=== mul_iter_unit_flat ===
Fig. 1: mul_iter_unit_flat, cell placement
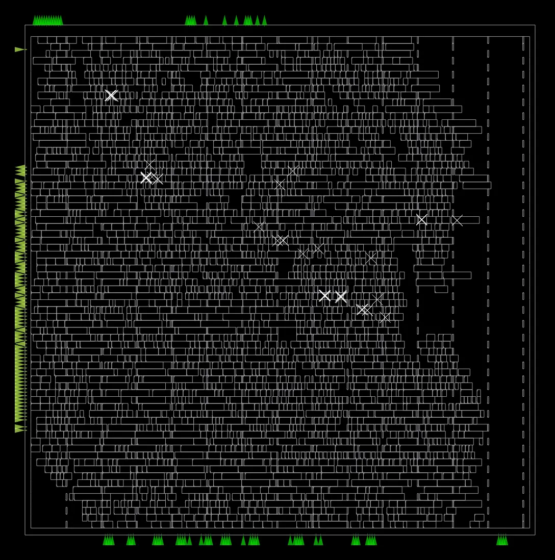

### config.mk
export PLATFORM = sky130hd
export DESIGN_NAME = mul_iter_unit_flat
export DESIGN_NICKNAME = d
export VERILOG_FILES = /design/src/rtl/mul_pkg.sv /design/src/rtl/mul_if.sv /design/src/rtl/mul_step.sv /design/src/rtl/mul_iter_unit.sv /design/src/flat_wrapper.sv
export SDC_FILE = /design/constraint.sdc
export NUM_CORES = 1
export LEC_CHECK = 0
export CAP_MARGIN = 0
export CORE_MARGIN = 2
export CORE_UTILIZATION = 55
export CTS_BUF_LIST = sky130_fd_sc_hd__clkbuf_2 sky130_fd_sc_hd__clkbuf_4 sky130_fd_sc_hd__clkbuf_8
export CTS_CLUSTER_DIAMETER = 150
export DETAILED_ROUTE_END_ITERATION = 6
export GPL_ROUTABILITY_DRIVEN = 0
export GPL_TIMING_DRIVEN = 0
export PLACE_DENSITY = 0.8
export SKIP_LAST_GASP = 1
export SYNTH_ARGS = -nofsm -noshare
export SYNTH_HDL_FRONTEND = slang
export SYNTH_SLANG_ARGS = --single-unit
### constraint.sdc
create_clock -name clk -period 20.7 [get_ports clk]
set_input_delay 4.14 -clock clk [delete_from_list [all_inputs] [get_ports clk]]
set_output_delay 4.14 -clock clk [all_outputs]
set_load 0.02 [all_outputs]
### src/rtl/mul_pkg.sv
// mul_pkg: shared op/state types and wrap-around sequence-number compare for the execute cluster
package mul_pkg;
    typedef enum logic [1:0] {MUL, MULH, MULHSU, MULHU} mul_op_t;
    typedef enum logic [1:0] {IDLE, RUN, DONE} mul_state_t;
    function automatic logic sqn_older_eq(input logic [31:0] a, input logic [31:0] b, input int unsigned w);
        logic [31:0] d;
        // move the w-bit difference to the top so its sign bit becomes the word sign
        d = (a - b) << (32 - w);
        return $signed(d) <= 0;
    endfunction
endpackage

### src/rtl/mul_if.sv
// mul_if: issue, flush and writeback handshake of the iterative multiplier
interface mul_if #(
    parameter int XLEN = 32,
    parameter int TAG_W = 7,
    parameter int NM_W = 5,
    parameter int SQN_W = 6
);
    import mul_pkg::*;
    logic valid;
    mul_op_t op;
    logic [XLEN-1:0] src_a;
    logic [XLEN-1:0] src_b;
    logic [TAG_W-1:0] tag_dst;
    logic [NM_W-1:0] nm_dst;
    logic [SQN_W-1:0] sqn;
    logic flush;
    logic [SQN_W-1:0] flush_sqn;
    logic busy;
    logic res_valid;
    logic res_ready;
    logic [XLEN-1:0] result;
    logic [TAG_W-1:0] res_tag_dst;
    logic [NM_W-1:0] res_nm_dst;
    logic [SQN_W-1:0] res_sqn;
    modport master(output valid, op, src_a, src_b, tag_dst, nm_dst, sqn, flush, flush_sqn, res_ready,
                   input busy, res_valid, result, res_tag_dst, res_nm_dst, res_sqn);
    modport slave(input valid, op, src_a, src_b, tag_dst, nm_dst, sqn, flush, flush_sqn, res_ready,
                  output busy, res_valid, result, res_tag_dst, res_nm_dst, res_sqn);
endinterface

### src/rtl/mul_step.sv
// mul_step: one radix-2^BITS partial-product accumulate into the double-width sum
module mul_step #(
    parameter int XLEN = 32,
    parameter int BITS = 4,
    parameter int SW = 4
) (
    input logic [2*XLEN-1:0] acc,
    input logic [XLEN-1:0] ma,
    input logic [BITS-1:0] digit,
    input logic [SW-1:0] step,
    output logic [2*XLEN-1:0] acc_next
);
    logic [XLEN+BITS-1:0] pp;
    assign pp = {{BITS{1'b0}}, ma} * {{XLEN{1'b0}}, digit};
    assign acc_next = acc + ((2*XLEN)'(pp) << (BITS * step));
endmodule

### src/rtl/mul_iter_unit.sv
// mul_iter_unit: iterative sign-magnitude multiplier (MUL/MULH/MULHSU/MULHU) with early exit,
// writeback backpressure and branch-flush kill
module mul_iter_unit
    import mul_pkg::*;
#(
    parameter int XLEN = 32,
    parameter int BITS = 4,
    parameter int EARLY_TERM = 1,
    parameter int TAG_W = 7,
    parameter int NM_W = 5,
    parameter int SQN_W = 6
) (
    input logic clk,
    input logic rst,
    mul_if.slave bus
);
    localparam int N = XLEN / BITS;
    localparam int SW = $clog2(N) + 1;
    mul_state_t state, state_nxt;
    mul_op_t op;
    logic [XLEN-1:0] ma, mb, mb_nxt;
    logic [2*XLEN-1:0] acc, acc_nxt, r;
    logic [SW-1:0] step;
    logic [TAG_W-1:0] tag_dst;
    logic [NM_W-1:0] nm_dst;
    logic [SQN_W-1:0] sqn;
    logic neg, sa, sb, kill_in, kill_cur, accept, last;
    assign kill_in = bus.flush && !sqn_older_eq(32'(bus.sqn), 32'(bus.flush_sqn), SQN_W);
    assign kill_cur = bus.flush && !sqn_older_eq(32'(sqn), 32'(bus.flush_sqn), SQN_W);
    assign sa = bus.op != MULHU && bus.src_a[XLEN-1];
    assign sb = (bus.op == MUL || bus.op == MULH) && bus.src_b[XLEN-1];
    assign accept = state == IDLE && bus.valid && !kill_in;
    assign mb_nxt = mb >> BITS;
    assign last = step == SW'(N - 1) || (EARLY_TERM != 0 && mb_nxt == '0);
    assign r = neg ? -acc_nxt : acc_nxt;
    assign bus.busy = state != IDLE;
    mul_step #(.XLEN(XLEN), .BITS(BITS), .SW(SW)) u_step (
        .acc(acc), .ma(ma), .digit(mb[BITS-1:0]), .step(step), .acc_next(acc_nxt)
    );
    always_comb begin
        state_nxt = state;
        state_nxt = state == IDLE ? (accept ? RUN : IDLE) :
                    kill_cur ? IDLE :
                    state == RUN ? (last ? DONE : RUN) :
                    (bus.res_ready ? IDLE : DONE);
    end
    always_ff @(posedge clk) begin
        if (rst) begin
            state <= IDLE;
            bus.res_valid <= 1'b0;
            bus.result <= '0;
            bus.res_tag_dst <= '0;
            bus.res_nm_dst <= '0;
            bus.res_sqn <= '0;
        end else begin
            state <= state_nxt;
            bus.res_valid <= state_nxt == DONE;
            if (accept) begin
                ma <= sa ? -bus.src_a : bus.src_a;
                mb <= sb ? -bus.src_b : bus.src_b;
                acc <= '0;
                step <= '0;
                neg <= sa ^ sb;
                op <= bus.op;
                tag_dst <= bus.tag_dst;
                nm_dst <= bus.nm_dst;
                sqn <= bus.sqn;
            end
            if (state == RUN) begin
                acc <= acc_nxt;
                mb <= mb_nxt;
                step <= step + 1'b1;
            end
            if (state == RUN && state_nxt == DONE) begin
                bus.result <= op == MUL ? r[XLEN-1:0] : r[2*XLEN-1:XLEN];
                bus.res_tag_dst <= tag_dst;
                bus.res_nm_dst <= nm_dst;
                bus.res_sqn <= sqn;
            end
        end
    end
    assert property (@(posedge clk) disable iff (rst) !(bus.valid && bus.busy));
endmodule

### src/flat_wrapper.sv
// flat-port wrapper written by rule: the top's interface ports become plain ports
module mul_iter_unit_flat import mul_pkg::*;
#(
    parameter int XLEN = 32,
    parameter int BITS = 4,
    parameter int EARLY_TERM = 1,
    parameter int TAG_W = 7,
    parameter int NM_W = 5,
    parameter int SQN_W = 6
)
  (clk, rst, bus_valid, bus_op, bus_src_a, bus_src_b, bus_tag_dst, bus_nm_dst, bus_sqn, bus_flush, bus_flush_sqn, bus_res_ready, bus_busy, bus_res_valid, bus_result, bus_res_tag_dst, bus_res_nm_dst, bus_res_sqn);
  mul_if #(.XLEN(XLEN), .TAG_W(TAG_W), .NM_W(NM_W), .SQN_W(SQN_W)) bus_i ();
  input logic clk;
  input logic rst;
  input wire logic [$bits(bus_i.valid)-1:0] bus_valid;
  input wire logic [$bits(bus_i.op)-1:0] bus_op;
  input wire logic [$bits(bus_i.src_a)-1:0] bus_src_a;
  input wire logic [$bits(bus_i.src_b)-1:0] bus_src_b;
  input wire logic [$bits(bus_i.tag_dst)-1:0] bus_tag_dst;
  input wire logic [$bits(bus_i.nm_dst)-1:0] bus_nm_dst;
  input wire logic [$bits(bus_i.sqn)-1:0] bus_sqn;
  input wire logic [$bits(bus_i.flush)-1:0] bus_flush;
  input wire logic [$bits(bus_i.flush_sqn)-1:0] bus_flush_sqn;
  input wire logic [$bits(bus_i.res_ready)-1:0] bus_res_ready;
  output wire logic [$bits(bus_i.busy)-1:0] bus_busy;
  output wire logic [$bits(bus_i.res_valid)-1:0] bus_res_valid;
  output wire logic [$bits(bus_i.result)-1:0] bus_result;
  output wire logic [$bits(bus_i.res_tag_dst)-1:0] bus_res_tag_dst;
  output wire logic [$bits(bus_i.res_nm_dst)-1:0] bus_res_nm_dst;
  output wire logic [$bits(bus_i.res_sqn)-1:0] bus_res_sqn;
  assign bus_i.valid = bus_valid;
  assign bus_i.op = bus_op;
  assign bus_i.src_a = bus_src_a;
  assign bus_i.src_b = bus_src_b;
  assign bus_i.tag_dst = bus_tag_dst;
  assign bus_i.nm_dst = bus_nm_dst;
  assign bus_i.sqn = bus_sqn;
  assign bus_i.flush = bus_flush;
  assign bus_i.flush_sqn = bus_flush_sqn;
  assign bus_i.res_ready = bus_res_ready;
  assign bus_busy = bus_i.busy;
  assign bus_res_valid = bus_i.res_valid;
  assign bus_result = bus_i.result;
  assign bus_res_tag_dst = bus_i.res_tag_dst;
  assign bus_res_nm_dst = bus_i.res_nm_dst;
  assign bus_res_sqn = bus_i.res_sqn;
  mul_iter_unit #(.XLEN(XLEN), .BITS(BITS), .EARLY_TERM(EARLY_TERM), .TAG_W(TAG_W), .NM_W(NM_W), .SQN_W(SQN_W)) u_core (.clk(clk), .rst(rst), .bus(bus_i));
endmodule
=== inference_sequencer ===
--- src/rtl/bnn_pkg.sv ---
// Shared types and constants for the BNN inference path.
// State encodings are fixed because seq_state is exported for debug.
package bnn_pkg;

    localparam int RESULT_W = 4;
    localparam int IMG_BITS = 904;

    typedef enum logic [2:0] {
        IDLE      = 3'd0,
        WAIT_FULL = 3'd1,
        LAUNCH    = 3'd2,
        RUN       = 3'd3,
        HOLD      = 3'd4,
        FLUSH     = 3'd5,
        FAULT     = 3'd6
    } seq_state_t;

    typedef enum logic [1:0] {
        ERR_NONE      = 2'd0,
        ERR_TIMEOUT   = 2'd1,
        ERR_BAD_CLASS = 2'd2,
        ERR_ABORT     = 2'd3
    } seq_err_t;

endpackage

--- src/rtl/watchdog_counter.sv ---
// Free-running cycle counter with synchronous clear; flags the cycle on which
// the count sits at LIMIT-1, i.e. the LIMIT-th enabled cycle after a load.
module watchdog_counter #(
    parameter int LIMIT = 4096
) (
    input  logic clk,
    input  logic rst_n,
    input  logic load,
    input  logic en,
    output logic expired
);

    localparam int CNT_W = $clog2(LIMIT);

    logic [CNT_W-1:0] count_reg;

    always_ff @(posedge clk) begin
        if (!rst_n) begin
            count_reg <= '0;
        end else if (load) begin
            count_reg <= '0;
        end else if (en) begin
            count_reg <= count_reg + 1'b1;
        end
    end

    assign expired = (count_reg == CNT_W'(LIMIT - 1));

endmodule

--- src/rtl/inference_sequencer.sv ---
// Runs one BNN inference per host request: waits for a full frame, launches,
// supervises with watchdog/retries, holds the class until acked, then flushes.
module inference_sequencer
    import bnn_pkg::*;
#(
    parameter int TIMEOUT_CYCLES = 4096,
    parameter int MAX_RETRIES    = 2,
    parameter int NUM_CLASSES    = 10
) (
    input  logic                clk,
    input  logic                rst_n,
    input  logic                start_req,
    input  logic                abort,
    input  logic                buffer_full,
    input  logic                bnn_result_ready,
    input  logic [RESULT_W-1:0] bnn_result_in,
    output logic                bnn_start,
    output logic                clear_buffer,
    output logic [RESULT_W-1:0] result_out,
    output logic                result_valid,
    input  logic                result_ack,
    output logic                busy,
    output logic                err,
    output logic [1:0]          err_code,
    output logic [15:0]         infer_count,
    output logic [2:0]          seq_state
);

    localparam int RETRY_W = (MAX_RETRIES > 0) ? $clog2(MAX_RETRIES + 1) : 1;
    localparam int CLS_W   = RESULT_W + 1;

    seq_state_t          state_reg, state_next;
    seq_err_t            err_code_reg, err_code_next;
    logic [RETRY_W-1:0]  retry_reg, retry_next;
    logic                err_reg, err_next;
    logic [RESULT_W-1:0] result_reg, result_next;
    logic [15:0]         infer_count_reg, infer_count_next;
    logic                bnn_start_reg, clear_buffer_reg, result_valid_reg, busy_reg;
    logic                wd_expired;
    logic                class_ok;

    watchdog_counter #(
        .LIMIT (TIMEOUT_CYCLES)
    ) u_watchdog (
        .clk     (clk),
        .rst_n   (rst_n),
        .load    (state_reg == LAUNCH),
        .en      (state_reg == RUN),
        .expired (wd_expired)
    );

    // Widen by one bit so NUM_CLASSES = 16 still compares correctly.
    assign class_ok = ({1'b0, bnn_result_in} < CLS_W'(NUM_CLASSES));

    always_comb begin
        state_next       = state_reg;
        err_code_next    = err_code_reg;
        retry_next       = retry_reg;
        err_next         = err_reg;
        result_next      = result_reg;
        infer_count_next = infer_count_reg;
        case (state_reg)
            IDLE: begin
                if (start_req) begin
                    state_next    = WAIT_FULL;
                    err_next      = 1'b0;
                    err_code_next = ERR_NONE;
                    retry_next    = '0;
                end
            end
            WAIT_FULL, LAUNCH: begin
                if (abort) begin
                    state_next    = FLUSH;
                    err_code_next = ERR_ABORT;
                end else if (state_reg == LAUNCH) begin
                    state_next = RUN;
                end else if (buffer_full) begin
                    state_next = LAUNCH;
                end
            end
            RUN: begin
                // abort beats ready, and ready beats a simultaneous expiry
                if (abort) begin
                    state_next    = FLUSH;
                    err_code_next = ERR_ABORT;
                end else if (bnn_result_ready) begin
                    if (class_ok) begin
                        result_next = bnn_result_in;
                        state_next  = HOLD;
                    end else begin
                        err_code_next = ERR_BAD_CLASS;
                        err_next      = 1'b1;
                        state_next    = FAULT;
                    end
                end else if (wd_expired) begin
                    if (retry_reg < RETRY_W'(MAX_RETRIES)) begin
                        retry_next = retry_reg + 1'b1;
                        state_next = LAUNCH;
                    end else begin
                        err_code_next = ERR_TIMEOUT;
                        err_next      = 1'b1;
                        state_next    = FAULT;
                    end
                end
            end
            HOLD: begin
                if (abort) begin
                    state_next    = FLUSH;
                    err_code_next = ERR_ABORT;
                end else if (result_ack) begin
                    state_next = FLUSH;
                    if (infer_count_reg != 16'hFFFF) begin
                        infer_count_next = infer_count_reg + 16'd1;
                    end
                end
            end
            FAULT:   state_next = FLUSH;
            FLUSH:   state_next = IDLE;
            default: state_next = IDLE;
        endcase
    end

    // Pulse/level outputs are registered from the next state so they line up
    // exactly with the cycle spent in that state.
    always_ff @(posedge clk) begin
        if (!rst_n) begin
            state_reg        <= IDLE;
            err_code_reg     <= ERR_NONE;
            retry_reg        <= '0;
            err_reg          <= 1'b0;
            result_reg       <= '0;
            infer_count_reg  <= '0;
            bnn_start_reg    <= 1'b0;
            clear_buffer_reg <= 1'b0;
            result_valid_reg <= 1'b0;
            busy_reg         <= 1'b0;
        end else begin
            state_reg        <= state_next;
            err_code_reg     <= err_code_next;
            retry_reg        <= retry_next;
            err_reg          <= err_next;
            result_reg       <= result_next;
            infer_count_reg  <= infer_count_next;
            bnn_start_reg    <= (state_next == LAUNCH);
            clear_buffer_reg <= (state_next == FLUSH);
            result_valid_reg <= (state_next == HOLD);
            busy_reg         <= (state_next != IDLE);
        end
    end

    assign bnn_start    = bnn_start_reg;
    assign clear_buffer = clear_buffer_reg;
    assign result_out   = result_reg;
    assign result_valid = result_valid_reg;
    assign busy         = busy_reg;
    assign err          = err_reg;
    assign err_code     = err_code_reg;
    assign infer_count  = infer_count_reg;
    assign seq_state    = state_reg;

endmodule
--- config.mk ---
export PLATFORM = sky130hd
export DESIGN_NAME = inference_sequencer
export DESIGN_NICKNAME = d
export VERILOG_FILES = /design/src/rtl/bnn_pkg.sv /design/src/rtl/watchdog_counter.sv /design/src/rtl/inference_sequencer.sv
export SDC_FILE = /design/constraint.sdc
export NUM_CORES = 1
export LEC_CHECK = 0
export CORE_MARGIN = 2
export CORE_UTILIZATION = 25
export DETAILED_ROUTE_END_ITERATION = 7
export SKIP_CTS_REPAIR_TIMING = 1
export SYNTH_ARGS = -nofsm -noshare
export SYNTH_HDL_FRONTEND = slang
export SYNTH_SLANG_ARGS = --single-unit
export TNS_END_PERCENT = 100
--- constraint.sdc ---
create_clock -name clk -period 2 [get_ports clk]
set_input_delay 0.3 -clock clk [delete_from_list [all_inputs] [get_ports clk]]
set_output_delay 0.3 -clock clk [all_outputs]
set_load 0.005 [all_outputs]
=== ysyx_25030085_wb_arbiter ===
[src/rtl/ysyx_25030085_wb_arbiter.sv]
`default_nettype none
// ============================================================================
// Module      : ysyx_25030085_wb_arbiter
// Description : Write-back arbiter between the ALU and the LSU for a single
//               register-file write port, plus a pending-write scoreboard
//               that decode uses for WAW and RAW hazard checks.
// Revision    : 1.0 - initial release
// ============================================================================
module ysyx_25030085_wb_arbiter #(
  parameter int XLEN       = 32,
  parameter int STARVE_MAX = 3
) (
  input  logic            clk,
  input  logic            rst_n,
  // ALU write-back requester
  input  logic            alu_valid,
  input  logic [4:0]      alu_rd,
  input  logic [XLEN-1:0] alu_data,
  output logic            alu_ready,
  // LSU write-back requester
  input  logic            lsu_valid,
  input  logic [4:0]      lsu_rd,
  input  logic [XLEN-1:0] lsu_data,
  output logic            lsu_ready,
  // Decode-side scoreboard interface
  input  logic            issue_valid,
  input  logic [4:0]      issue_rd,
  output logic            issue_ready,
  input  logic [4:0]      rs1_addr,
  output logic            rs1_pending,
  // Pipeline control
  input  logic            flush,
  // Register-file write port
  output logic            rf_we,
  output logic [4:0]      rf_waddr,
  output logic [XLEN-1:0] rf_wdata
);

  localparam logic [3:0] STARVE_LIMIT = 4'(STARVE_MAX);
  localparam int         NREGS        = 32;

  // --------------------------------------------------------------------------
  // Internal signals
  // --------------------------------------------------------------------------
  logic [3:0]       starve_cnt;
  logic [3:0]       starve_nxt;
  logic             starve_hit;

  logic             alu_fire;
  logic             lsu_fire;
  logic             wb_fire;
  logic [4:0]       win_rd;
  logic [XLEN-1:0]  win_data;

  logic [NREGS-1:0] pending;
  logic [NREGS-1:0] pending_nxt;
  logic             issue_set;

  // --------------------------------------------------------------------------
  // Arbitration
  // --------------------------------------------------------------------------
  // The ALU is owed a grant once it has lost STARVE_MAX contended cycles in
  // a row. Each ready is built from the other side's valid, never its ready,
  // so there is no combinational loop between the two requesters.
  assign starve_hit = (starve_cnt == STARVE_LIMIT);
  assign alu_ready  = alu_valid & (~lsu_valid | starve_hit);
  assign lsu_ready  = lsu_valid & ~(alu_valid & starve_hit);

  assign alu_fire = alu_valid & alu_ready;
  assign lsu_fire = lsu_valid & lsu_ready;
  assign wb_fire  = alu_fire | lsu_fire;

  // Select the address and data of whichever requester won this cycle
  always_comb begin
    win_rd   = lsu_rd;
    win_data = lsu_data;
    if (alu_fire) begin
      win_rd   = alu_rd;
      win_data = alu_data;
    end
  end

  // Starvation counter next state: count lost ALU cycles, saturate, clear
  // on a grant, an idle ALU or a flush
  always_comb begin
    starve_nxt = 4'd0;
    if (!flush && alu_valid && !alu_ready) begin
      if (starve_hit) begin
        starve_nxt = starve_cnt;
      end else begin
        starve_nxt = starve_cnt + 4'd1;
      end
    end
  end

  // Starvation counter register
  always_ff @(posedge clk or negedge rst_n) begin
    if (!rst_n) begin
      starve_cnt <= 4'd0;
    end else begin
      starve_cnt <= starve_nxt;
    end
  end

  // --------------------------------------------------------------------------
  // Registered register-file write port
  // --------------------------------------------------------------------------
  // A transfer is presented to the register file one cycle after it is
  // accepted. Writes to x0 are accepted but never enabled. Address and data
  // only move on a transfer so they hold across idle cycles.
  always_ff @(posedge clk or negedge rst_n) begin
    if (!rst_n) begin
      rf_we    <= 1'b0;
      rf_waddr <= 5'd0;
      rf_wdata <= '0;
    end else begin
      rf_we <= wb_fire & (win_rd != 5'd0);
      if (wb_fire) begin
        rf_waddr <= win_rd;
        rf_wdata <= win_data;
      end
    end
  end

  // --------------------------------------------------------------------------
  // Pending-write scoreboard
  // --------------------------------------------------------------------------
  // An instruction may issue unless its destination already has a write in
  // flight; x0 never carries a pending write.
  assign issue_ready = (issue_rd == 5'd0) | ~pending[issue_rd];
  assign issue_set   = issue_valid & issue_ready & (issue_rd != 5'd0);
  assign rs1_pending = pending[rs1_addr];

  // Scoreboard next state: retire the write on the port, then mark the newly
  // issued destination so that a same-edge set beats the clear; flush wipes all
  always_comb begin
    pending_nxt = pending;
    if (rf_we) begin
      pending_nxt[rf_waddr] = 1'b0;
    end
    if (issue_set) begin
      pending_nxt[issue_rd] = 1'b1;
    end
    if (flush) begin
      pending_nxt = '0;
    end
    pending_nxt[0] = 1'b0;
  end

  // Scoreboard register
  always_ff @(posedge clk or negedge rst_n) begin
    if (!rst_n) begin
      pending <= '0;
    end else begin
      pending <= pending_nxt;
    end
  end

endmodule
`default_nettype wire

[config.mk]
export PLATFORM = sky130hd
export DESIGN_NAME = ysyx_25030085_wb_arbiter
export DESIGN_NICKNAME = d
export VERILOG_FILES = /design/src/rtl/ysyx_25030085_wb_arbiter.sv
export SDC_FILE = /design/constraint.sdc
export NUM_CORES = 1
export LEC_CHECK = 0
export CORE_ASPECT_RATIO = 1.1
export CORE_MARGIN = 2
export CORE_UTILIZATION = 45
export CTS_BUF_LIST = sky130_fd_sc_hd__clkbuf_16
export CTS_CLUSTER_SIZE = 25
export DETAILED_ROUTE_END_ITERATION = 8
export GPL_ROUTABILITY_DRIVEN = 0
export PLACE_DENSITY_LB_ADDON = 0.05
export SYNTH_ARGS = -nofsm -noshare
export SYNTH_HDL_FRONTEND = slang
export SYNTH_SLANG_ARGS = --single-unit
[constraint.sdc]
create_clock -name clk -period 3 [get_ports clk]
set_input_delay 0.45 -clock clk [delete_from_list [all_inputs] [get_ports clk]]
set_output_delay 0.45 -clock clk [all_outputs]
set_load 0.1 [all_outputs]
=== phase_pair_gen_flat ===
==> config.mk <==
export PLATFORM = sky130hd
export DESIGN_NAME = phase_pair_gen_flat
export DESIGN_NICKNAME = d
export VERILOG_FILES = /design/src/rtl/phase_pair_gen_if.sv /design/src/rtl/phase_pair_gen.sv /design/src/flat_wrapper.sv
export SDC_FILE = /design/constraint.sdc
export NUM_CORES = 1
export LEC_CHECK = 0
export ABC_CLOCK_PERIOD_IN_PS = 3100
export CAP_MARGIN = 10
export CORE_MARGIN = 2
export CORE_UTILIZATION = 45
export CTS_CLUSTER_DIAMETER = 50
export DETAILED_ROUTE_END_ITERATION = 12
export PLACE_DENSITY_LB_ADDON = 0.08
export SYNTH_ARGS = -nofsm -noshare
export SYNTH_HDL_FRONTEND = slang
export SYNTH_SLANG_ARGS = --single-unit
==> constraint.sdc <==
create_clock -name clk -period 3.1 [get_ports clk]
set_input_delay 0.93 -clock clk [delete_from_list [all_inputs] [get_ports clk]]
set_output_delay 0.93 -clock clk [all_outputs]
set_load 0.005 [all_outputs]
==> src/rtl/phase_pair_gen_if.sv <==
// phase_pair_gen_if
//   Bundles the command and waveform signals of phase_pair_gen.
//   master : drives start/delay/half_per/n_cycles/stop, observes waves and status
//   slave  : the generator; drives X1/X2/busy/done/ret_teor
//   start     request, sampled only while the generator is idle
//   delay     signed X2 lag (+) / lead (-) in clk ticks
//   half_per  ticks both-high and both-low per period
//   n_cycles  number of full periods to emit
//   stop      graceful abort, current period still completes
//   X1, X2    registered square waves
//   busy      burst in progress
//   done      one-cycle pulse after the last period
//   ret_teor  signed delay of the running (or last) burst
interface phase_pair_gen_if #(
    parameter int DLY_W = 8,
    parameter int PER_W = 10,
    parameter int CYC_W = 8
);
    logic                    start;
    logic signed [DLY_W-1:0] delay;
    logic        [PER_W-1:0] half_per;
    logic        [CYC_W-1:0] n_cycles;
    logic                    stop;
    logic                    X1;
    logic                    X2;
    logic                    busy;
    logic                    done;
    logic signed [DLY_W-1:0] ret_teor;

    modport master (
        output start, delay, half_per, n_cycles, stop,
        input  X1, X2, busy, done, ret_teor
    );

    modport slave (
        input  start, delay, half_per, n_cycles, stop,
        output X1, X2, busy, done, ret_teor
    );
endinterface

==> src/rtl/phase_pair_gen.sv <==
// phase_pair_gen
//   Emits two phase-shifted square waves X1/X2 for the ToF estimator chain.
//   Each period: PH_A (|delay| ticks, one wave leads), PH_B (half-period,
//   both high), PH_C (|delay| ticks, other wave high), PH_D (half-period,
//   both low). Positive delay makes X2 lag X1, negative makes it lead.
//   Ports: clk, reset (synchronous, active high), bus (phase_pair_gen_if.slave).
//   Optional macro PHASE_NOISE_EN adds per-period duration dither from an
//   8-bit LFSR; ret_teor always reports the un-dithered command.
//
//   state | meaning
//   IDLE  | waiting for start
//   PH_A  | leading wave alone high (mag ticks)
//   PH_B  | both high (half-period ticks)
//   PH_C  | trailing wave alone high (mag ticks)
//   PH_D  | both low (half-period ticks), period accounting at its end
//   DONE  | one-cycle done pulse, then IDLE
module phase_pair_gen #(
    parameter int DLY_W = 8,
    parameter int PER_W = 10,
    parameter int CYC_W = 8
) (
    input  logic             clk,
    input  logic             reset,
    phase_pair_gen_if.slave  bus
);
    localparam int CNT_W = PER_W + 1;
    localparam int MAG_W = DLY_W + 1;

    typedef enum logic [2:0] {IDLE, PH_A, PH_B, PH_C, PH_D, DONE} state_t;
    state_t state, state_nx;

    logic [CNT_W-1:0] cnt, cnt_nx;
    logic [CNT_W-1:0] len_a, len_b, len_a_nx, len_b_nx;
    logic [CYC_W-1:0] cyc_cnt, cyc_nx, n_r;
    logic [MAG_W-1:0] dly_ext, in_mag, mag_r, src_mag;
    logic [PER_W-1:0] hp_r, src_hp;
    logic             lead_r, src_lead;
    logic             stop_flag, stop_seen;
    logic             accept, period_start;
    logic             x1_nx, x2_nx;

    // Magnitude needs one extra bit so that the most negative delay fits.
    assign dly_ext   = {bus.delay[DLY_W-1], bus.delay};
    assign in_mag    = dly_ext[MAG_W-1] ? (~dly_ext + MAG_W'(1)) : dly_ext;

    // In IDLE the only period start is burst acceptance, so durations and
    // direction come straight from the command inputs there.
    assign src_mag   = (state == IDLE) ? in_mag : mag_r;
    assign src_hp    = (state == IDLE) ? bus.half_per : hp_r;
    assign src_lead  = (state == IDLE) ? bus.delay[DLY_W-1] : lead_r;

    assign stop_seen = stop_flag | (bus.busy & bus.stop);

`ifdef PHASE_NOISE_EN
    logic [7:0]        lfsr, lfsr_nx;
    logic signed [2:0] noise, noise_half;
    logic [CNT_W:0]    mag_s, hp_s;

    assign lfsr_nx = {lfsr[6:0], lfsr[7] ^ lfsr[5] ^ lfsr[4] ^ lfsr[3]};

    always_comb begin
        noise = $signed(lfsr_nx[2:0]);
        if (lfsr_nx[2:0] == 3'b100) noise = -3'sd3;
        noise_half = 3'sd0;
        if (noise > 3'sd1)  noise_half = 3'sd1;
        if (noise < -3'sd1) noise_half = -3'sd1;
        mag_s = (CNT_W+1)'(src_mag) + (CNT_W+1)'(noise_half);
        hp_s  = (CNT_W+1)'(src_hp) + (CNT_W+1)'(noise);
        len_a_nx = mag_s[CNT_W] ? '0 : mag_s[CNT_W-1:0];
        len_b_nx = (hp_s[CNT_W] || hp_s == '0) ? CNT_W'(1) : hp_s[CNT_W-1:0];
    end

    always_ff @(posedge clk) begin
        if (reset)             lfsr <= 8'hA5;
        else if (period_start) lfsr <= lfsr_nx;
    end
`else
    assign len_a_nx = CNT_W'(src_mag);
    assign len_b_nx = (src_hp == '0) ? CNT_W'(1) : CNT_W'(src_hp);
`endif

    always_comb begin
        state_nx     = state;
        cnt_nx       = cnt + CNT_W'(1);
        cyc_nx       = cyc_cnt;
        accept       = 1'b0;
        period_start = 1'b0;
        case (state)
            IDLE: begin
                cnt_nx = '0;
                if (bus.start) begin
                    if (bus.n_cycles == '0) begin
                        state_nx = DONE;
                    end else begin
                        accept       = 1'b1;
                        period_start = 1'b1;
                        cyc_nx       = '0;
                    end
                end
            end
            PH_A: if (cnt == len_a - CNT_W'(1)) begin
                state_nx = PH_B;
                cnt_nx   = '0;
            end
            PH_B: if (cnt == len_b - CNT_W'(1)) begin
                state_nx = (len_a == '0) ? PH_D : PH_C;
                cnt_nx   = '0;
            end
            PH_C: if (cnt == len_a - CNT_W'(1)) begin
                state_nx = PH_D;
                cnt_nx   = '0;
            end
            PH_D: if (cnt == len_b - CNT_W'(1)) begin
                cyc_nx = cyc_cnt + CYC_W'(1);
                cnt_nx = '0;
                if (cyc_nx == n_r || stop_seen) state_nx = DONE;
                else                            period_start = 1'b1;
            end
            DONE: begin
                state_nx = IDLE;
                cnt_nx   = '0;
            end
            default: state_nx = IDLE;
        endcase

        // A zero-length lead phase is skipped entirely.
        if (period_start) begin
            state_nx = (len_a_nx == '0) ? PH_B : PH_A;
            cnt_nx   = '0;
        end

        // Waves are registered from the next state so they track the FSM.
        x1_nx = 1'b0;
        x2_nx = 1'b0;
        case (state_nx)
            PH_A: begin x1_nx = ~src_lead; x2_nx = src_lead;  end
            PH_B: begin x1_nx = 1'b1;      x2_nx = 1'b1;      end
            PH_C: begin x1_nx = src_lead;  x2_nx = ~src_lead; end
            default: ;
        endcase
    end

    always_ff @(posedge clk) begin
        if (reset) begin
            state        <= IDLE;
            cnt          <= '0;
            cyc_cnt      <= '0;
            n_r          <= '0;
            mag_r        <= '0;
            hp_r         <= '0;
            lead_r       <= 1'b0;
            len_a        <= '0;
            len_b        <= '0;
            stop_flag    <= 1'b0;
            bus.X1       <= 1'b0;
            bus.X2       <= 1'b0;
            bus.busy     <= 1'b0;
            bus.done     <= 1'b0;
            bus.ret_teor <= '0;
        end else begin
            state    <= state_nx;
            cnt      <= cnt_nx;
            cyc_cnt  <= cyc_nx;
            bus.X1   <= x1_nx;
            bus.X2   <= x2_nx;
            bus.busy <= (state_nx == PH_A) || (state_nx == PH_B) ||
                        (state_nx == PH_C) || (state_nx == PH_D);
            bus.done <= (state_nx == DONE);
            if (accept) begin
                mag_r        <= in_mag;
                hp_r         <= bus.half_per;
                n_r          <= bus.n_cycles;
                lead_r       <= bus.delay[DLY_W-1];
                bus.ret_teor <= bus.delay;
            end
            if (period_start) begin
                len_a <= len_a_nx;
                len_b <= len_b_nx;
            end
            if (state == IDLE)             stop_flag <= 1'b0;
            else if (bus.busy && bus.stop) stop_flag <= 1'b1;
        end
    end
endmodule

==> src/flat_wrapper.sv <==
// flat-port wrapper written by rule: the top's interface ports become plain ports
module phase_pair_gen_flat 
#(
    parameter int DLY_W = 8,
    parameter int PER_W = 10,
    parameter int CYC_W = 8
)
  (clk, reset, bus_start, bus_delay, bus_half_per, bus_n_cycles, bus_stop, bus_X1, bus_X2, bus_busy, bus_done, bus_ret_teor);
  phase_pair_gen_if #(.DLY_W(DLY_W), .PER_W(PER_W), .CYC_W(CYC_W)) bus_i ();
  input  logic clk;
  input  logic reset;
  input wire logic [$bits(bus_i.start)-1:0] bus_start;
  input wire logic [$bits(bus_i.delay)-1:0] bus_delay;
  input wire logic [$bits(bus_i.half_per)-1:0] bus_half_per;
  input wire logic [$bits(bus_i.n_cycles)-1:0] bus_n_cycles;
  input wire logic [$bits(bus_i.stop)-1:0] bus_stop;
  output wire logic [$bits(bus_i.X1)-1:0] bus_X1;
  output wire logic [$bits(bus_i.X2)-1:0] bus_X2;
  output wire logic [$bits(bus_i.busy)-1:0] bus_busy;
  output wire logic [$bits(bus_i.done)-1:0] bus_done;
  output wire logic [$bits(bus_i.ret_teor)-1:0] bus_ret_teor;
  assign bus_i.start = bus_start;
  assign bus_i.delay = bus_delay;
  assign bus_i.half_per = bus_half_per;
  assign bus_i.n_cycles = bus_n_cycles;
  assign bus_i.stop = bus_stop;
  assign bus_X1 = bus_i.X1;
  assign bus_X2 = bus_i.X2;
  assign bus_busy = bus_i.busy;
  assign bus_done = bus_i.done;
  assign bus_ret_teor = bus_i.ret_teor;
  phase_pair_gen #(.DLY_W(DLY_W), .PER_W(PER_W), .CYC_W(CYC_W)) u_core (.clk(clk), .reset(reset), .bus(bus_i));
endmodule
Fig. 2: phase_pair_gen_flat, signal wires on met1
Drawn at 6 px/um. Supply wires on this layer in gray.
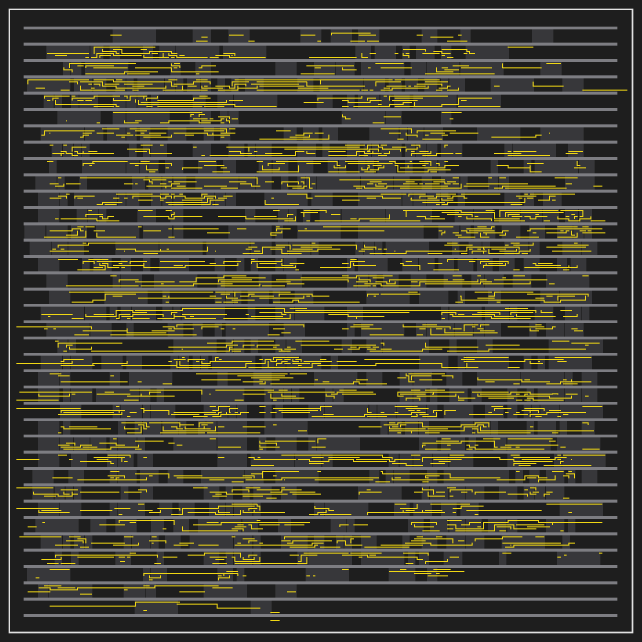
nets with wire on the layer	614
main direction	horizontal
longest straight run	40.0 um
share of all routed wire	48%
wire length on this layer	5,330 um
grt met1 use: 28.0%
routed vias: 4,095
WL final: 11,100 um

==> metrics.yaml, phase_pair_gen_flat <==
max_stage_delay_ns: 0.50
irDropWorstVdd_v: 0.000251
largest_area_cell: "dfxtp_1"
synth.area.top_cells: "dfxtp_1 (36%), a21oi_1 (6.5%), nand2_1 (6.1%), nor2_1 (5.8%), xnor2_1 (4.7%)"
area_share_clock_buf_inv_pct: 4.00
n_antenna_cell: 0
buffer_area_share_pct: 14.1
cpMaxStageDelayCell: "or4b_4"
synth-xor-area-share_pct: 8.63
period_used_pct: 97.4
yosys_cells: 570
power_leader: "registers"
antenna_found_initial: 0
grt.total_usage_pct: 20.7
min_from: "u_core.mag_r[7]"
fp_util_pct: 46.1
hold_slack_ns: 0.456
critical_path_class: "reg2reg"
cts_buffers: 9
worst_setup_path_start_kind: "flip-flop"
crit_chain: "inv_2 -> ha_4 -> or4b_4 -> a211o_1 -> a21boi_1 -> o211a_2 -> nand4_4 -> o31a_1 -> nand4b_1 -> nor3b_1 -> and2b_1"
async_flop_share_pct: 0
cp.required_ns: 3.34
critPathLaunch: "u_core.len_b[1]"
die_area_um2: 10700
finalHoldViolCount: 0
outcome: "finished, final reports clean"
edf_count: 0
tritoncts: "yes"
yosys_warnings: 0
setup_viol: 0
synth.avg_cell_area_um2: 7.84
crit_end: "u_core.bus.done"
ys_sh_aoi_pct: 19.7
report.final.slew_viol_count: 0
rsz0062_at_grt: "yes"
min_to: "u_core.mag_r[7]"
postLayoutCoreUtil_pct: 56.8
mostFrequentLayoutCell: "dfxtp_1"
ctsLongestPathBuffers: 2
worst-path-buf-inv: 1
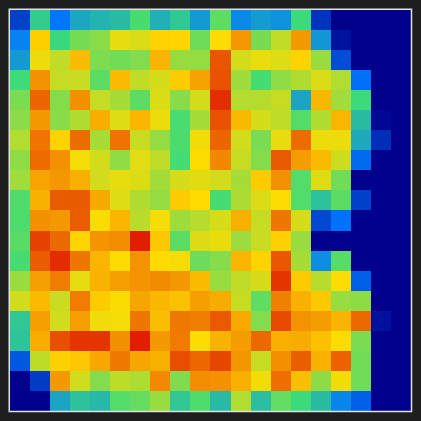
Fig. 3. Local utilization (mul_iter_unit_flat).
Drawn at 2 px/um. The die is cut into 20 by 20 equal tiles; dark blue is low, red is high, 0 to 100% covered.
fullest tile	97%
mean over tiles	59%
nearly empty tiles	13%

Notes on Fig. 1 above:
Post-Layout Cell Count: 3,383
Core Footprint: 37,800 um^2
# rows: 71
Filler Cell Count: 3,160

==> metrics.yaml, mul_iter_unit_flat <==
post_cts_resized: 0
max_stage_delay_ns: 1.20
p_int_uw: 1600
outcome: "finished with violations"
nNonClkInverters: 181
maxCapViolCount: 2
dr_wl_met3_um: 9230
drc: 67
report.final.slew_viol_count: 7
wirelength_um: 71200
synth_cells: 2653
busiest_layer: "met2"
muxShareOfSynthArea_pct: 2.81
power_switching_uw: 1950
violations: "DRC, capacitance limit, slew limit"
met3_usage_pct: 9.96
async_flop_share_pct: 0
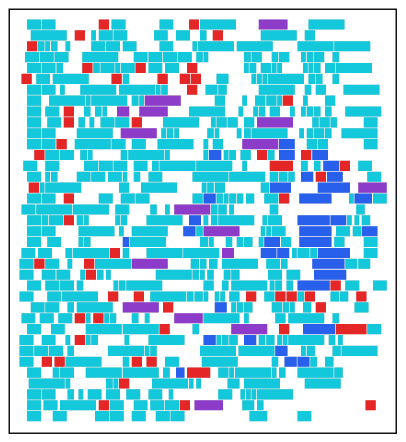
Fig. 4. Cell sizes after repair (ysyx_25030085_wb_arbiter).
Drawn at 4 px/um.
color	size	cells
red	x3 and x4	58
blue	x2	35
cyan	x1 and smaller	464
purple	x6 and larger	16
design area: 5910 um^2
bufs w/o clock: 146
Area Overhead vs Synth: 39.8%
final worst-path setup slack: 0.122 ns

==> metrics.yaml, ysyx_25030085_wb_arbiter <==
outcome: "finished, final reports clean"
post-route-min-period_ns: 2.88
r2r_slack_ns: 0.86
largest_area_cell: "dfrtp_1"
syn_area_um2: 4220
row_count: 37
antenna_left: 0
fmax_mhz: 347
combGateArea_um2: 2260
yosys_cells: 438
placedCellCount: 674
period_used_pct: 95.9
wl_met2_um: 5880
met3_usage_pct: 6.15
cp_data_arrival_time_ns: 2.43
synth.top_cell.area_share_pct: 43.2
layout_top_cells: "clkdlybuf4s50_1 (88), dfrtp_1 (73), buf_4 (53), nor2_1 (47), mux2i_1 (43)"
area_share_clock_buf_inv_pct: 4.58
dr.pass1.iters: 6
drt-wirelength-per-cell_um: 17.4
ys_ff: 73
h-tree-depth: 3
dr_wl_met3_um: 965
fp_util_pct: 45.6
p_comb_share_pct: 30.3
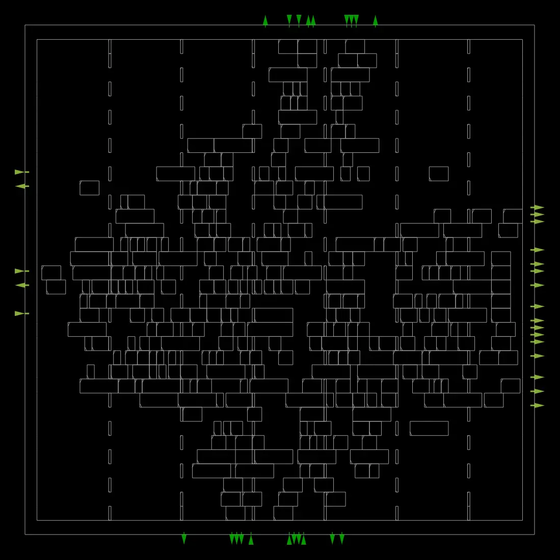
Fig. 5. Cell placement (inference_sequencer).
Flops: 44
Post-Layout Cell Count: 426
# rows: 34
final core occ: 33.6%
Core Footprint: 8640 um^2

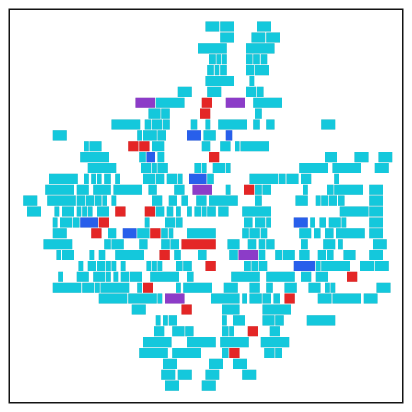
Fig. 6. Cell sizes after repair (inference_sequencer).
Drawn at 4 px/um.
color	size	cells
red	x3 and x4	20
purple	x6 and larger	5
blue	x2	8
cyan	x1 and smaller	285
design area: 2900 um^2
Area Overhead vs Synth: 31.3%
final worst-path setup slack: 0.169 ns

==> metrics.yaml, inference_sequencer <==
worst_setup_path_start_kind: "flip-flop"
avgViaCountPerCell: 4.87
hpwl_um: 4110
grt_pass1_wl_um: 9180
synth.avg_cell_area_um2: 8.33
synth.yosys.seq_area_share_pct: 39.9
setup_viol: 0
n_fill_cell: 936
met3_usage_pct: 2.72
cpMaxStageDelayCell: "dfxtp_1"
clock.latency.late_pin_ns: 0.30
min_to: "result_out[2]"
finalHoldViolCount: 0
antenna_left: 0
ys_chip_area_um2: 2210
rsz0062_at_grt: "no"
layout_top_cells: "dfxtp_1 (44), clkdlybuf4s50_1 (40), nor2_1 (36), nand2_1 (18), buf_4 (18)"
yosys_cells: 265
groute.layer.met2.usage_pct: 19.3
power_switching_uw: 411
outcome: "finished, final reports clean"
buffers: 58
critical_path_class: "reg2out"
power_uw: 1630
cts_root_buf: "clkbuf_8"
topCombFamilyByArea: "simple AND/OR/NAND/NOR gates"
r2r_cells: 6
die_w_um: 98.0
tightest_slew_ns: 0.432

## Gallery

Wires at chosen ports, followed through buffers.
shot_01.png
Drawn at 4 px/um.
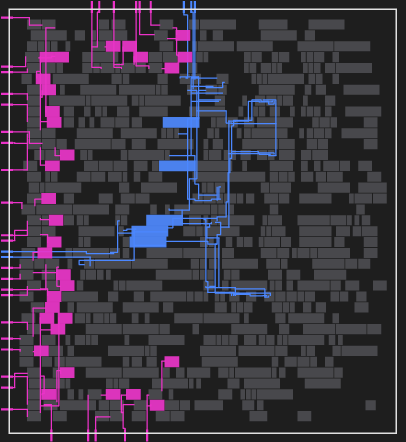
shot_02.png
Drawn at 4 px/um.
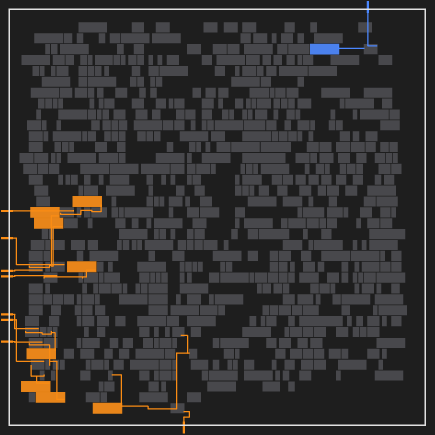
shot_03.png
Drawn at 2 px/um.
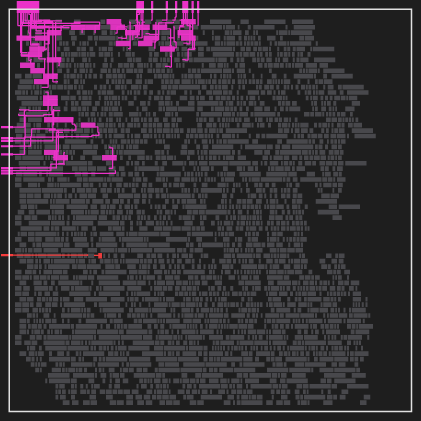
shot_04.png
Drawn at 4 px/um.
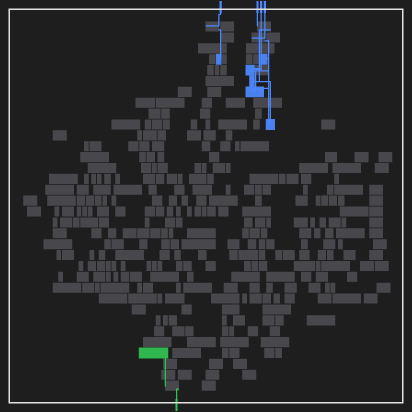
Of these, largest die: shot_03.png
ysyx_25030085_wb_arbiter is shot_01.png.
mul_iter_unit_flat is shot_03.png.
inference_sequencer is shot_04.png.
phase_pair_gen_flat is shot_02.png.



==> notes/layouts.md <==
Pictures saved along the way, in no particular order.

Local utilization.
picture 1
Drawn at 4 px/um. The die is cut into 10 by 10 equal tiles; dark blue is low, red is high, 0 to 100% covered.
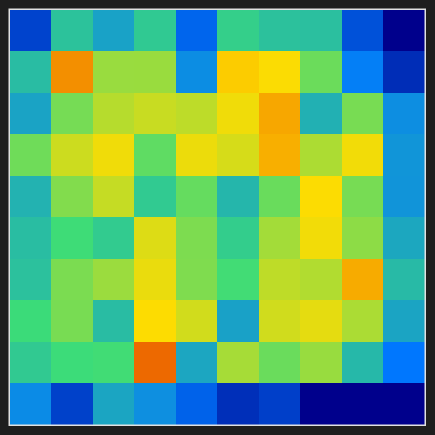
picture 2
Drawn at 4 px/um. The die is cut into 10 by 10 equal tiles; dark blue is low, red is high, 0 to 100% covered.
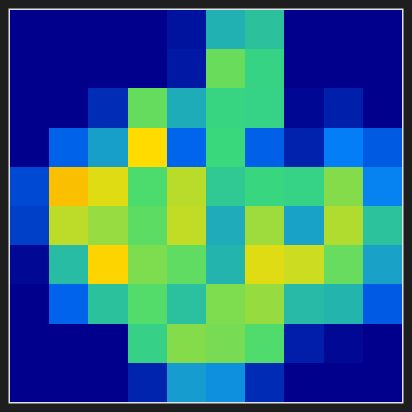
picture 3
Drawn at 4 px/um. The die is cut into 10 by 11 equal tiles; dark blue is low, red is high, 0 to 100% covered.
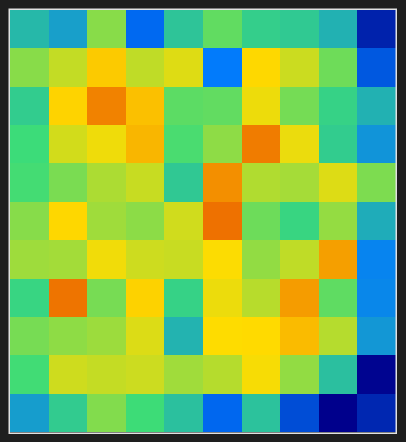
inference_sequencer -> picture 2
ysyx_25030085_wb_arbiter -> picture 3
phase_pair_gen_flat -> picture 1
Of these, lowest utilization: picture 2


==> layout pictures side by side <==
Signal wires on met1.
panel A
Drawn at 3 px/um. Supply wires on this layer in gray.
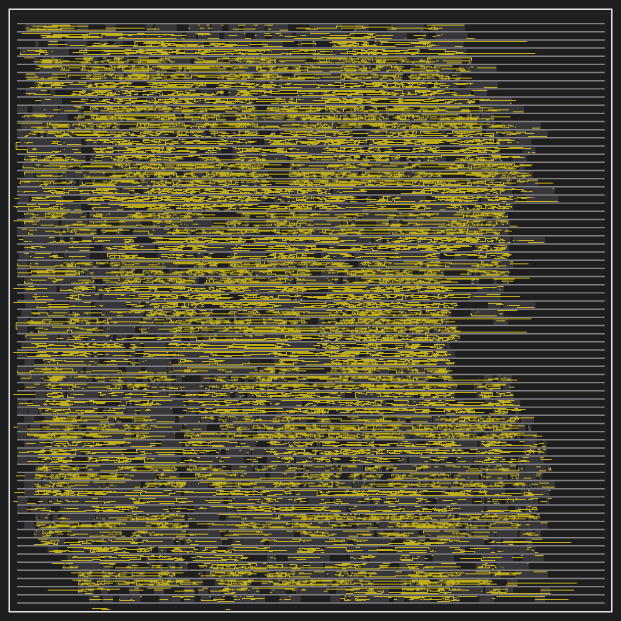
panel B
Drawn at 6 px/um. Supply wires on this layer in gray.
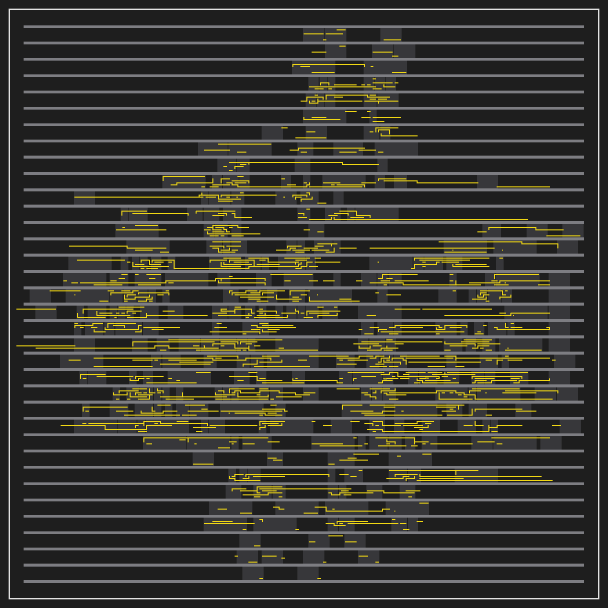
panel C
Drawn at 6 px/um. Supply wires on this layer in gray.
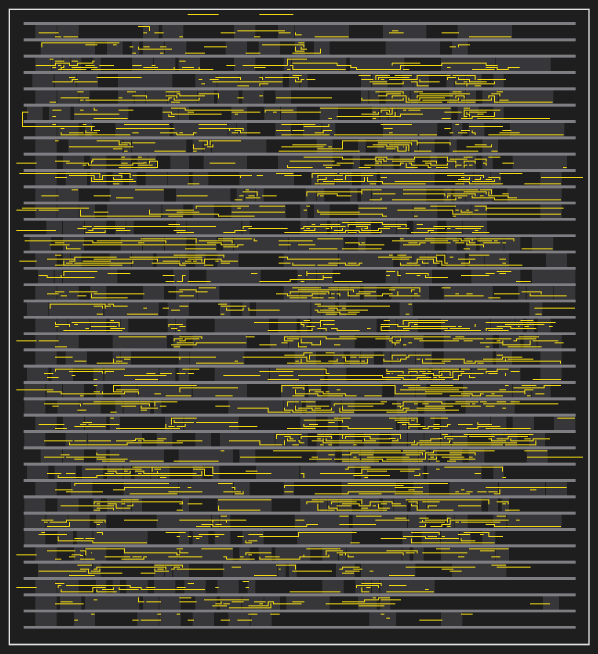
The one with the largest die is panel A.
| from | picture |
|---|---|
| inference_sequencer | panel B |
| ysyx_25030085_wb_arbiter | panel C |
| mul_iter_unit_flat | panel A |

